######## pic_inta_sequencer ########
<file path="src/rtl/pic_inta_sequencer.sv">
// 8086-mode interrupt acknowledge sequencer for the 8259: raises INT, tracks both
// INTA pulses, and drives the IRR/ISR controls, vector byte and cascade ID.
module pic_inta_sequencer #(
  parameter int INT_HOLDOFF    = 0,
  parameter int SPURIOUS_LEVEL = 7
) (
  input  logic       clk,
  input  logic       reset,
  input  logic       write_initial_command_word_1,
  input  logic [7:0] interrupt,
  input  logic       inta_n,
  input  logic [4:0] icw2_vector,
  input  logic       auto_eoi,
  input  logic       sngl,
  input  logic       sp_en,
  input  logic [7:0] icw3,
  input  logic [2:0] cascade_in,
  output logic       int_out,
  output logic       freeze,
  output logic       latch_in_service,
  output logic [7:0] clear_interrupt_request,
  output logic [7:0] acknowledge_interrupt,
  output logic       end_of_acknowledge_sequence,
  output logic [7:0] aeoi_clear,
  output logic [7:0] data_out,
  output logic       data_out_en,
  output logic [2:0] cascade_out,
  output logic       cascade_drive_en
);

  typedef enum logic [2:0] {IDLE, REQ, ACK1, WAIT2, ACK2} state_t;

  localparam logic [2:0] SPUR_LEVEL = SPURIOUS_LEVEL[2:0];
  localparam logic [3:0] HOLDOFF_LOAD = INT_HOLDOFF[3:0];

  state_t     state;
  logic       inta_prev;
  logic       spurious;
  logic [3:0] holdoff;
  logic       fall;
  logic       rise;
  logic [2:0] req_level;
  logic [2:0] ack_level;
  logic [2:0] first_level;
  logic       is_master;
  logic       is_slave;

  function automatic logic [2:0] level_of(input logic [7:0] onehot);
    logic [2:0] lvl;
    lvl = 3'd0;
    for (int i = 0; i < 8; i++) begin
      if (onehot[i]) lvl = i[2:0];
    end
    return lvl;
  endfunction

  assign fall        = inta_prev & ~inta_n;
  assign rise        = ~inta_prev & inta_n;
  assign req_level   = level_of(interrupt);
  assign ack_level   = level_of(acknowledge_interrupt);
  assign first_level = (interrupt != 8'd0) ? req_level : SPUR_LEVEL;
  assign is_master   = ~sngl & sp_en;
  assign is_slave    = ~sngl & ~sp_en;

  // Reset clears the history so a low inta_n out of reset is not seen as a fall.
  always_ff @(posedge clk) begin
    if (reset) inta_prev <= 1'b0;
    else       inta_prev <= inta_n;
  end

  always_ff @(posedge clk) begin
    if (reset || write_initial_command_word_1) begin
      state                       <= IDLE;
      spurious                    <= 1'b0;
      holdoff                     <= 4'd0;
      int_out                     <= 1'b0;
      freeze                      <= 1'b0;
      latch_in_service            <= 1'b0;
      clear_interrupt_request     <= 8'd0;
      acknowledge_interrupt       <= 8'd0;
      end_of_acknowledge_sequence <= 1'b0;
      aeoi_clear                  <= 8'd0;
      data_out                    <= 8'd0;
      data_out_en                 <= 1'b0;
      cascade_out                 <= 3'd0;
      cascade_drive_en            <= 1'b0;
    end else begin
      latch_in_service            <= 1'b0;
      clear_interrupt_request     <= 8'd0;
      end_of_acknowledge_sequence <= 1'b0;
      aeoi_clear                  <= 8'd0;
      if (holdoff != 4'd0) holdoff <= holdoff - 4'd1;

      case (state)
        IDLE: begin
          if (interrupt != 8'd0 && holdoff == 4'd0) begin
            state   <= REQ;
            int_out <= 1'b1;
          end
        end
        REQ: begin
          if (fall) begin
            state   <= ACK1;
            int_out <= 1'b0;
            freeze  <= 1'b1;
            if (interrupt != 8'd0) begin
              acknowledge_interrupt   <= interrupt;
              latch_in_service        <= 1'b1;
              clear_interrupt_request <= interrupt;
              spurious                <= 1'b0;
            end else begin
              acknowledge_interrupt   <= 8'd1 << SPUR_LEVEL;
              spurious                <= 1'b1;
            end
            // A slave on this level supplies the vector; the master only names it on CAS.
            if (is_master && icw3[first_level] && interrupt != 8'd0) begin
              cascade_out      <= first_level;
              cascade_drive_en <= 1'b1;
            end
          end
        end
        ACK1: begin
          if (rise) state <= WAIT2;
        end
        WAIT2: begin
          if (fall) begin
            state <= ACK2;
            if (cascade_drive_en) begin
              data_out    <= 8'd0;
              data_out_en <= 1'b0;
            end else begin
              data_out    <= {icw2_vector, ack_level};
              data_out_en <= is_slave ? (cascade_in == icw3[2:0]) : 1'b1;
            end
          end
        end
        ACK2: begin
          if (rise) begin
            state                       <= IDLE;
            end_of_acknowledge_sequence <= 1'b1;
            if (auto_eoi && !spurious) aeoi_clear <= acknowledge_interrupt;
            spurious              <= 1'b0;
            freeze                <= 1'b0;
            acknowledge_interrupt <= 8'd0;
            data_out              <= 8'd0;
            data_out_en           <= 1'b0;
            cascade_out           <= 3'd0;
            cascade_drive_en      <= 1'b0;
            holdoff               <= HOLDOFF_LOAD;
          end
        end
        default: state <= IDLE;
      endcase
    end
  end

endmodule

</file>
<file path="config.mk">
export PLATFORM = sky130hd
export DESIGN_NAME = pic_inta_sequencer
export DESIGN_NICKNAME = d
export VERILOG_FILES = /design/src/rtl/pic_inta_sequencer.sv
export SDC_FILE = /design/constraint.sdc
export NUM_CORES = 1
export LEC_CHECK = 0
export ABC_AREA = 1
export CORE_MARGIN = 1
export CORE_UTILIZATION = 44
export DETAILED_ROUTE_END_ITERATION = 8
export PLACE_DENSITY = 0.81
export SETUP_SLACK_MARGIN = 0.2
export SLEW_MARGIN = 10
export SYNTH_ARGS = -nofsm -noshare
export SYNTH_HDL_FRONTEND = slang
export SYNTH_SLANG_ARGS = --single-unit
</file>
<file path="constraint.sdc">
create_clock -name clk -period 2 [get_ports clk]
set_clock_uncertainty 0.1 [all_clocks]
set_input_delay 0.4 -clock clk [delete_from_list [all_inputs] [get_ports clk]]
set_output_delay 0.4 -clock clk [all_outputs]
set_load 0.01 [all_outputs]
</file>
######## cdb_arbiter ########
--- config.mk ---
export PLATFORM = sky130hd
export DESIGN_NAME = cdb_arbiter
export DESIGN_NICKNAME = d
export VERILOG_FILES = /design/src/rtl/cdb_pkg.sv /design/src/rtl/cdb_rr_pick.sv /design/src/rtl/cdb_arbiter.sv
export SDC_FILE = /design/constraint.sdc
export NUM_CORES = 1
export LEC_CHECK = 0
export ABC_AREA = 1
export ABC_CLOCK_PERIOD_IN_PS = 7950
export CORE_MARGIN = 2
export CORE_UTILIZATION = 40
export DETAILED_ROUTE_END_ITERATION = 6
export PLACE_DENSITY = 0.84
export RECOVER_POWER = 25
export SYNTH_ARGS = -nofsm -noshare
export SYNTH_HDL_FRONTEND = slang
export SYNTH_HIERARCHICAL = 1
export SYNTH_SLANG_ARGS = --single-unit
export TNS_END_PERCENT = 10
--- constraint.sdc ---
create_clock -name clk -period 7.95 [get_ports clk]
set_clock_uncertainty 0.1 [all_clocks]
set_input_delay 1.1925 -clock clk [delete_from_list [all_inputs] [get_ports clk]]
set_output_delay 1.1925 -clock clk [all_outputs]
set_load 0.005 [all_outputs]
--- src/rtl/cdb_pkg.sv ---
// Shared types and source index map for the Common Data Bus.
package cdb_pkg;

    localparam int ROB_W  = 6;
    localparam int DATA_W = 32;

    typedef struct packed {
        logic [ROB_W-1:0]  dest_ROB_entry;
        logic [DATA_W-1:0] result;
        logic              branch_result;
    } CDB_packet_t;

    localparam int NUM_CDB_SRC = 6;
    localparam int SRC_ADD0    = 0;
    localparam int SRC_ADD1    = 1;
    localparam int SRC_MULT    = 2;
    localparam int SRC_DIV     = 3;
    localparam int SRC_MEM     = 4;
    localparam int SRC_SHIFT   = 5;

endpackage

--- src/rtl/cdb_rr_pick.sv ---
// Combinational rotate-priority picker: first set request at ptr, ptr+1, ... modulo NUM_SRC.
module cdb_rr_pick #(
    parameter int NUM_SRC = 6,
    parameter int PTR_W   = 3
) (
    input  logic [NUM_SRC-1:0] req,
    input  logic [PTR_W-1:0]   ptr,
    output logic [NUM_SRC-1:0] grant,
    output logic [PTR_W-1:0]   idx,
    output logic               any
);

    logic [PTR_W:0]   cand_wide;
    logic [PTR_W-1:0] cand;

    // NOTE: every output gets a default before the loop so no path leaves a value unassigned (no latch).
    always_comb begin
        grant     = '0;
        idx       = '0;
        any       = 1'b0;
        cand_wide = '0;
        cand      = '0;
        for (int i = 0; i < NUM_SRC; i++) begin
            // Wrap at NUM_SRC, not at 2^PTR_W, so index 5 is followed by 0.
            cand_wide = {1'b0, ptr} + (PTR_W+1)'(i);
            if (cand_wide >= (PTR_W+1)'(NUM_SRC))
                cand_wide = cand_wide - (PTR_W+1)'(NUM_SRC);
            cand = cand_wide[PTR_W-1:0];
            if (!any && req[cand]) begin
                any         = 1'b1;
                idx         = cand;
                grant[cand] = 1'b1;
            end
        end
    end

endmodule

--- src/rtl/cdb_arbiter.sv ---
// Registered CDB arbiter: bounded fixed priority for the memory unit, round-robin for the rest.
module cdb_arbiter
    import cdb_pkg::*;
#(
    parameter int NUM_SRC   = NUM_CDB_SRC,
    parameter int PRIO_SRC  = SRC_MEM,
    parameter int MAX_BURST = 3,
    parameter int PTR_W     = $clog2(NUM_SRC),
    parameter int BURST_W   = $clog2(MAX_BURST + 1)
) (
    input  logic               clk,
    input  logic               rst_n,
    input  logic               flush_i,
    input  logic [NUM_SRC-1:0] valid_out_bus,
    input  CDB_packet_t        adder_0_out,
    input  CDB_packet_t        adder_1_out,
    input  CDB_packet_t        mult_out,
    input  CDB_packet_t        div_out,
    input  CDB_packet_t        mem_out,
    input  CDB_packet_t        shift_out,
    output logic [NUM_SRC-1:0] yummi_in_bus,
    output logic               cdb_valid_o,
    output CDB_packet_t        cdb_packet_o
);

    localparam logic [NUM_SRC-1:0] PRIO_MASK = NUM_SRC'(1) << PRIO_SRC;

    logic [PTR_W-1:0]   rr_ptr;
    logic [BURST_W-1:0] burst_cnt;

    CDB_packet_t pkts [NUM_SRC];
    assign pkts[SRC_ADD0]  = adder_0_out;
    assign pkts[SRC_ADD1]  = adder_1_out;
    assign pkts[SRC_MULT]  = mult_out;
    assign pkts[SRC_DIV]   = div_out;
    assign pkts[SRC_MEM]   = mem_out;
    assign pkts[SRC_SHIFT] = shift_out;

    logic [NUM_SRC-1:0] rr_grant;
    logic [PTR_W-1:0]   rr_idx;
    logic               rr_any;

    cdb_rr_pick #(.NUM_SRC(NUM_SRC), .PTR_W(PTR_W)) u_rr_pick (
        .req   (valid_out_bus),
        .ptr   (rr_ptr),
        .grant (rr_grant),
        .idx   (rr_idx),
        .any   (rr_any)
    );

    logic others_valid;
    logic prio_win;
    logic rr_win;
    logic grant_any;

    // Memory keeps the bus until it has used its burst, unless nobody else is waiting.
    assign others_valid = |(valid_out_bus & ~PRIO_MASK);
    assign prio_win     = !flush_i && valid_out_bus[PRIO_SRC] &&
                          ((burst_cnt < BURST_W'(MAX_BURST)) || !others_valid);
    assign rr_win       = !flush_i && !prio_win && rr_any;
    assign grant_any    = prio_win || rr_win;

    logic [NUM_SRC-1:0] grant_vec;
    logic [PTR_W-1:0]   grant_idx;

    always_comb begin
        grant_vec = '0;
        grant_idx = '0;
        if (prio_win) begin
            grant_vec = PRIO_MASK;
            grant_idx = PTR_W'(PRIO_SRC);
        end else if (rr_win) begin
            grant_vec = rr_grant;
            grant_idx = rr_idx;
        end
    end

    // Consumers must not see a strobe while the arbiter is held in reset.
    assign yummi_in_bus = rst_n ? grant_vec : '0;

    logic [PTR_W-1:0]   rr_ptr_next;
    logic [BURST_W-1:0] burst_next;

    always_comb begin
        rr_ptr_next = rr_ptr;
        if (rr_win)
            rr_ptr_next = (rr_idx == PTR_W'(NUM_SRC - 1)) ? '0 : rr_idx + 1'b1;
    end

    always_comb begin
        burst_next = burst_cnt;
        if (flush_i || rr_win)
            burst_next = '0;
        else if (prio_win)
            burst_next = !others_valid ? '0 :
                         (burst_cnt == BURST_W'(MAX_BURST)) ? burst_cnt : burst_cnt + 1'b1;
    end

    // NOTE: state registers use non-blocking assignments so all flops update from pre-edge values.
    always_ff @(posedge clk or negedge rst_n) begin
        if (!rst_n) begin
            rr_ptr       <= '0;
            burst_cnt    <= '0;
            cdb_valid_o  <= 1'b0;
            cdb_packet_o <= '0;
        end else begin
            rr_ptr       <= rr_ptr_next;
            burst_cnt    <= burst_next;
            cdb_valid_o  <= grant_any;
            cdb_packet_o <= grant_any ? pkts[grant_idx] : '0;
        end
    end

endmodule

Figure 1. Routed metal, one colour a layer (cdb_arbiter).
Scale bar: 20 um.
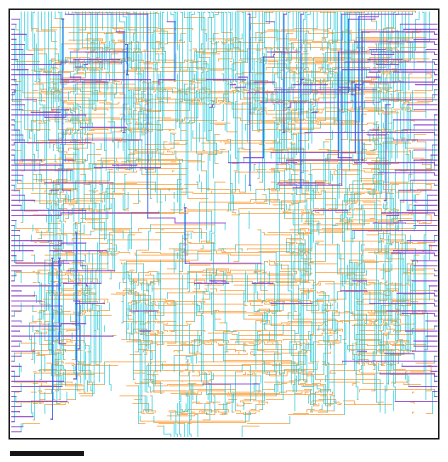
Blue shows M4, wire length 654 um. Cyan shows M2, wire length 10,400 um. Orange shows M1, wire length 8,720 um. Purple shows M3, wire length 1,940 um.

==> results.sh, cdb_arbiter <==
# yosys + openroad results
export IMPL_outcome="finished, violations left"
export IMPL_failed_checks="capacitance limit, slew limit"
export IMPL_cts_buffers_inserted=5
export IMPL_top_level_ports=289
export IMPL_post_synthesis_cell_count_from_yosys=850
export IMPL_finalNonFillerCells=1258
export IMPL_timing_critical_path_to_type="primary output"
export IMPL_power_switching_w=0.00229
export IMPL_path_delay_family="buffers and inverters"
export IMPL_yosys_area_um2=4990
export IMPL_period_used_pct=75.8
export IMPL_top_power_group="combinational logic"
export IMPL_common_cells="sky130_fd_sc_hd__nand2_1 (277), sky130_fd_sc_hd__nand3_1 (148), sky130_fd_sc_hd__nand4_1 (83)"
export IMPL_post_route_cell_area_um2=7990
export IMPL_antenna_left=0
export IMPL_maxSlewViolCount=48
export IMPL_final_total_power_w=0.00374
export IMPL_grt_ovfl_total=0
export IMPL_dp_slack_ns=2.06
export IMPL_post_drt_via_cell_ratio=5.37
export IMPL_fillers=1123
export IMPL_critical_path_start_end_classification="primary input to primary output"
export IMPL_worstSkewPairLatency_ns=0.28
export IMPL_netlist_top_cells_area="sky130_fd_sc_hd__dfrtp_1 (23%), sky130_fd_sc_hd__nand2_1 (21%), sky130_fd_sc_hd__nand3_1 (15%)"
export IMPL_mappedNetlistArea_um2=4990
export IMPL_number_of_antenna_violations_at_the_first_check_in_global_routing=0
export IMPL_most_common_cell_in_the_synthesized_netlist="sky130_fd_sc_hd__nand2_1"
export IMPL_register_area_um2=1130
export IMPL_maxCapViolations=1
export IMPL_num_multi_input_gates=682
export IMPL_whs_path_depth=2
export IMPL_type_of_the_worst_min_delay_path="register to register"
==> cdb_arbiter: registers in the layout, summed over array words and instances (netlist names) <==
signal	count
burst_cnt	2
cdb_packet_o	39
rr_ptr	3
cdb_valid_o	1
==> cdb_arbiter: worst paths after layout <==
check | startpoint | slack [ns] | end
worst max-delay path | valid_out_bus[4] | 1.92 | yummi_in_bus[0]
worst min-delay path | burst_cnt[1] | 0.44 | burst_cnt[1]
worst max register to register | rr_ptr[0] | 3.33 | cdb_packet_o[11]
worst min register to register | burst_cnt[1] | 0.44 | burst_cnt[1]
max in group asynchronous | rst_n | 4.49 | cdb_packet_o[24]
min in group asynchronous | rst_n | 1.74 | cdb_packet_o[3]
==> cdb_arbiter: logic make-up after synthesis <==
group                    Yosys count  share of synthesized area [%]
adder cells (fa/ha/maj)            8                           2.00
AND/OR/NAND/NOR                  602                           55.8
AND-OR/OR-AND                     70                           8.24
buffers and inverters            123                           11.1
XOR/XNOR                           2                          0.351
flip-flops                        45                           22.6
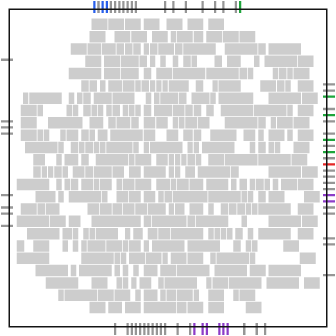
Figure 2: pic_inta_sequencer, pin placement.
Pins as bars across the die edge, other pins in grey.
Blue shows cascade_in, pins 3, direction input, edge top. Purple shows acknowledge_interrupt, pins 8, direction output, edge 6 bottom, 2 right. Green shows icw2_vector, pins 5, direction input, edge 4 right, 1 top. Red shows end_of_acknowledge_sequence, pins 1, direction output, edge right.
All pins by edge: 23 right, 22 bottom, 19 top, 8 left.

==> results.sh, pic_inta_sequencer <==
# yosys + openroad results
export IMPL_static_leakage_power_nw=1.26
export IMPL_synth_nets=293
export IMPL_antenna_left=0
export IMPL_register_share_of_the_cell_area_pct=31.5
export IMPL_wire_length_on_met1_mm=2.28
export IMPL_port_buffers=71
export IMPL_outcome="completed"
export IMPL_critical_path_cell_chain="dlygate4sd2_1, buf_4, o21ai_0, nand3_2, inv_2, nand3_2, nand2_1, nand2_1, nand3_2, nand2_4, nand2_4, nand2_1, a21oi_1"
export IMPL_max_slew_margin_rel_pct=82.9
export IMPL_yosys_warnings=0
export IMPL_holdPathEnd="aeoi_clear[0]"
export IMPL_regToRegEndpoint="cascade_drive_en"
export IMPL_layout_core_utilization_pct=72.9
export IMPL_finalWeightedCongestion=0.920
export IMPL_fp_util_pct=46.1
export IMPL_hold_viol=0
export IMPL_rrSetupSlack_ns=0.31
export IMPL_mappedNetlistArea_um2=2020
export IMPL_area_of_the_core_um2=4380
export IMPL_postCtsHoldBufs=0
export IMPL_flow_area_growth_from_synthesis_pct=57.9
export IMPL_post_drt_via_cell_ratio=4.86
export IMPL_clock_sinks=50
export IMPL_largest_voltage_drop_on_the_vdd_net_uv=842
-- pic_inta_sequencer: state kept, by name (all words and copies together) (netlist names), 3 cells and up --
register and cells:
aeoi_clear 8, state 3, holdoff 4, data_out 8, cascade_out 3, acknowledge_interrupt 8
clear_interrupt_request 8
-- pic_inta_sequencer: worst min-delay path: stages (launching register included) --
cell	delay (ns)
sky130_fd_sc_hd__dfxtp_1	0.32
sky130_fd_sc_hd__inv_1	0.07
sky130_fd_sc_hd__nor2_1	0.04
-- pic_inta_sequencer: per-stage QoR --
stage	instance area, um^2	setup WS [ns]	instances	hold WS, ns
global placement	3010	-0.236	409	0.347
CTS	3130	0.207	419	0.369
finish	3190	0.223	420	0.369
floorplan	2020	0.280	261	0.339
detailed placement	3010	-0.301	409	0.354
global route	3190	0.148	420	0.388
-- pic_inta_sequencer: kinds of logic after synthesis --
kind of cell / after synthesis / share of synthesized area [%]
AOI/OAI and AO/OA: 39 / 10.9
xor gates and xnor gates: 5 / 2.16
adders and majority gates: 1 / 0.618
buffers and inverters: 43 / 7.98
DFF: 50 / 49.5
and+or+nand+nor: 123 / 28.8

==> layout pictures side by side <==
Clock wires, drivers and flops.
Scale bar: 20 um.
(a)
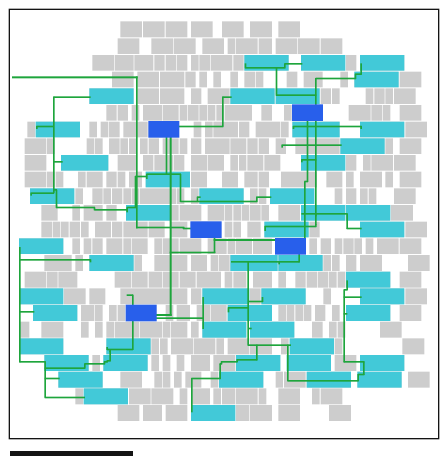
(b)
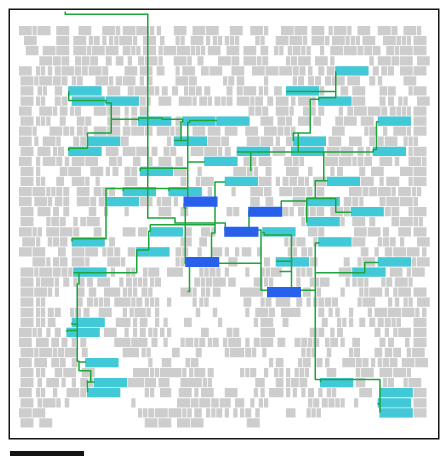
Of these, largest die: (b)
For pic_inta_sequencer, see (a).
For cdb_arbiter, see (b).



==> notes/layouts.md <==
Pictures saved along the way, in no particular order.

Sequential cells coloured by netlist name.
Other sequential cells in the stronger grey, the rest of the logic in the fainter grey.
picture 1
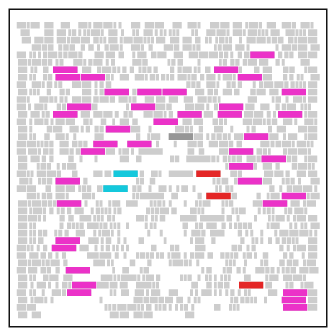
picture 2
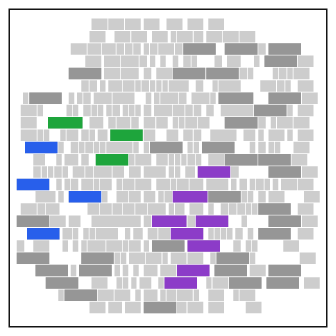
picture 2 -> pic_inta_sequencer
picture 1 -> cdb_arbiter

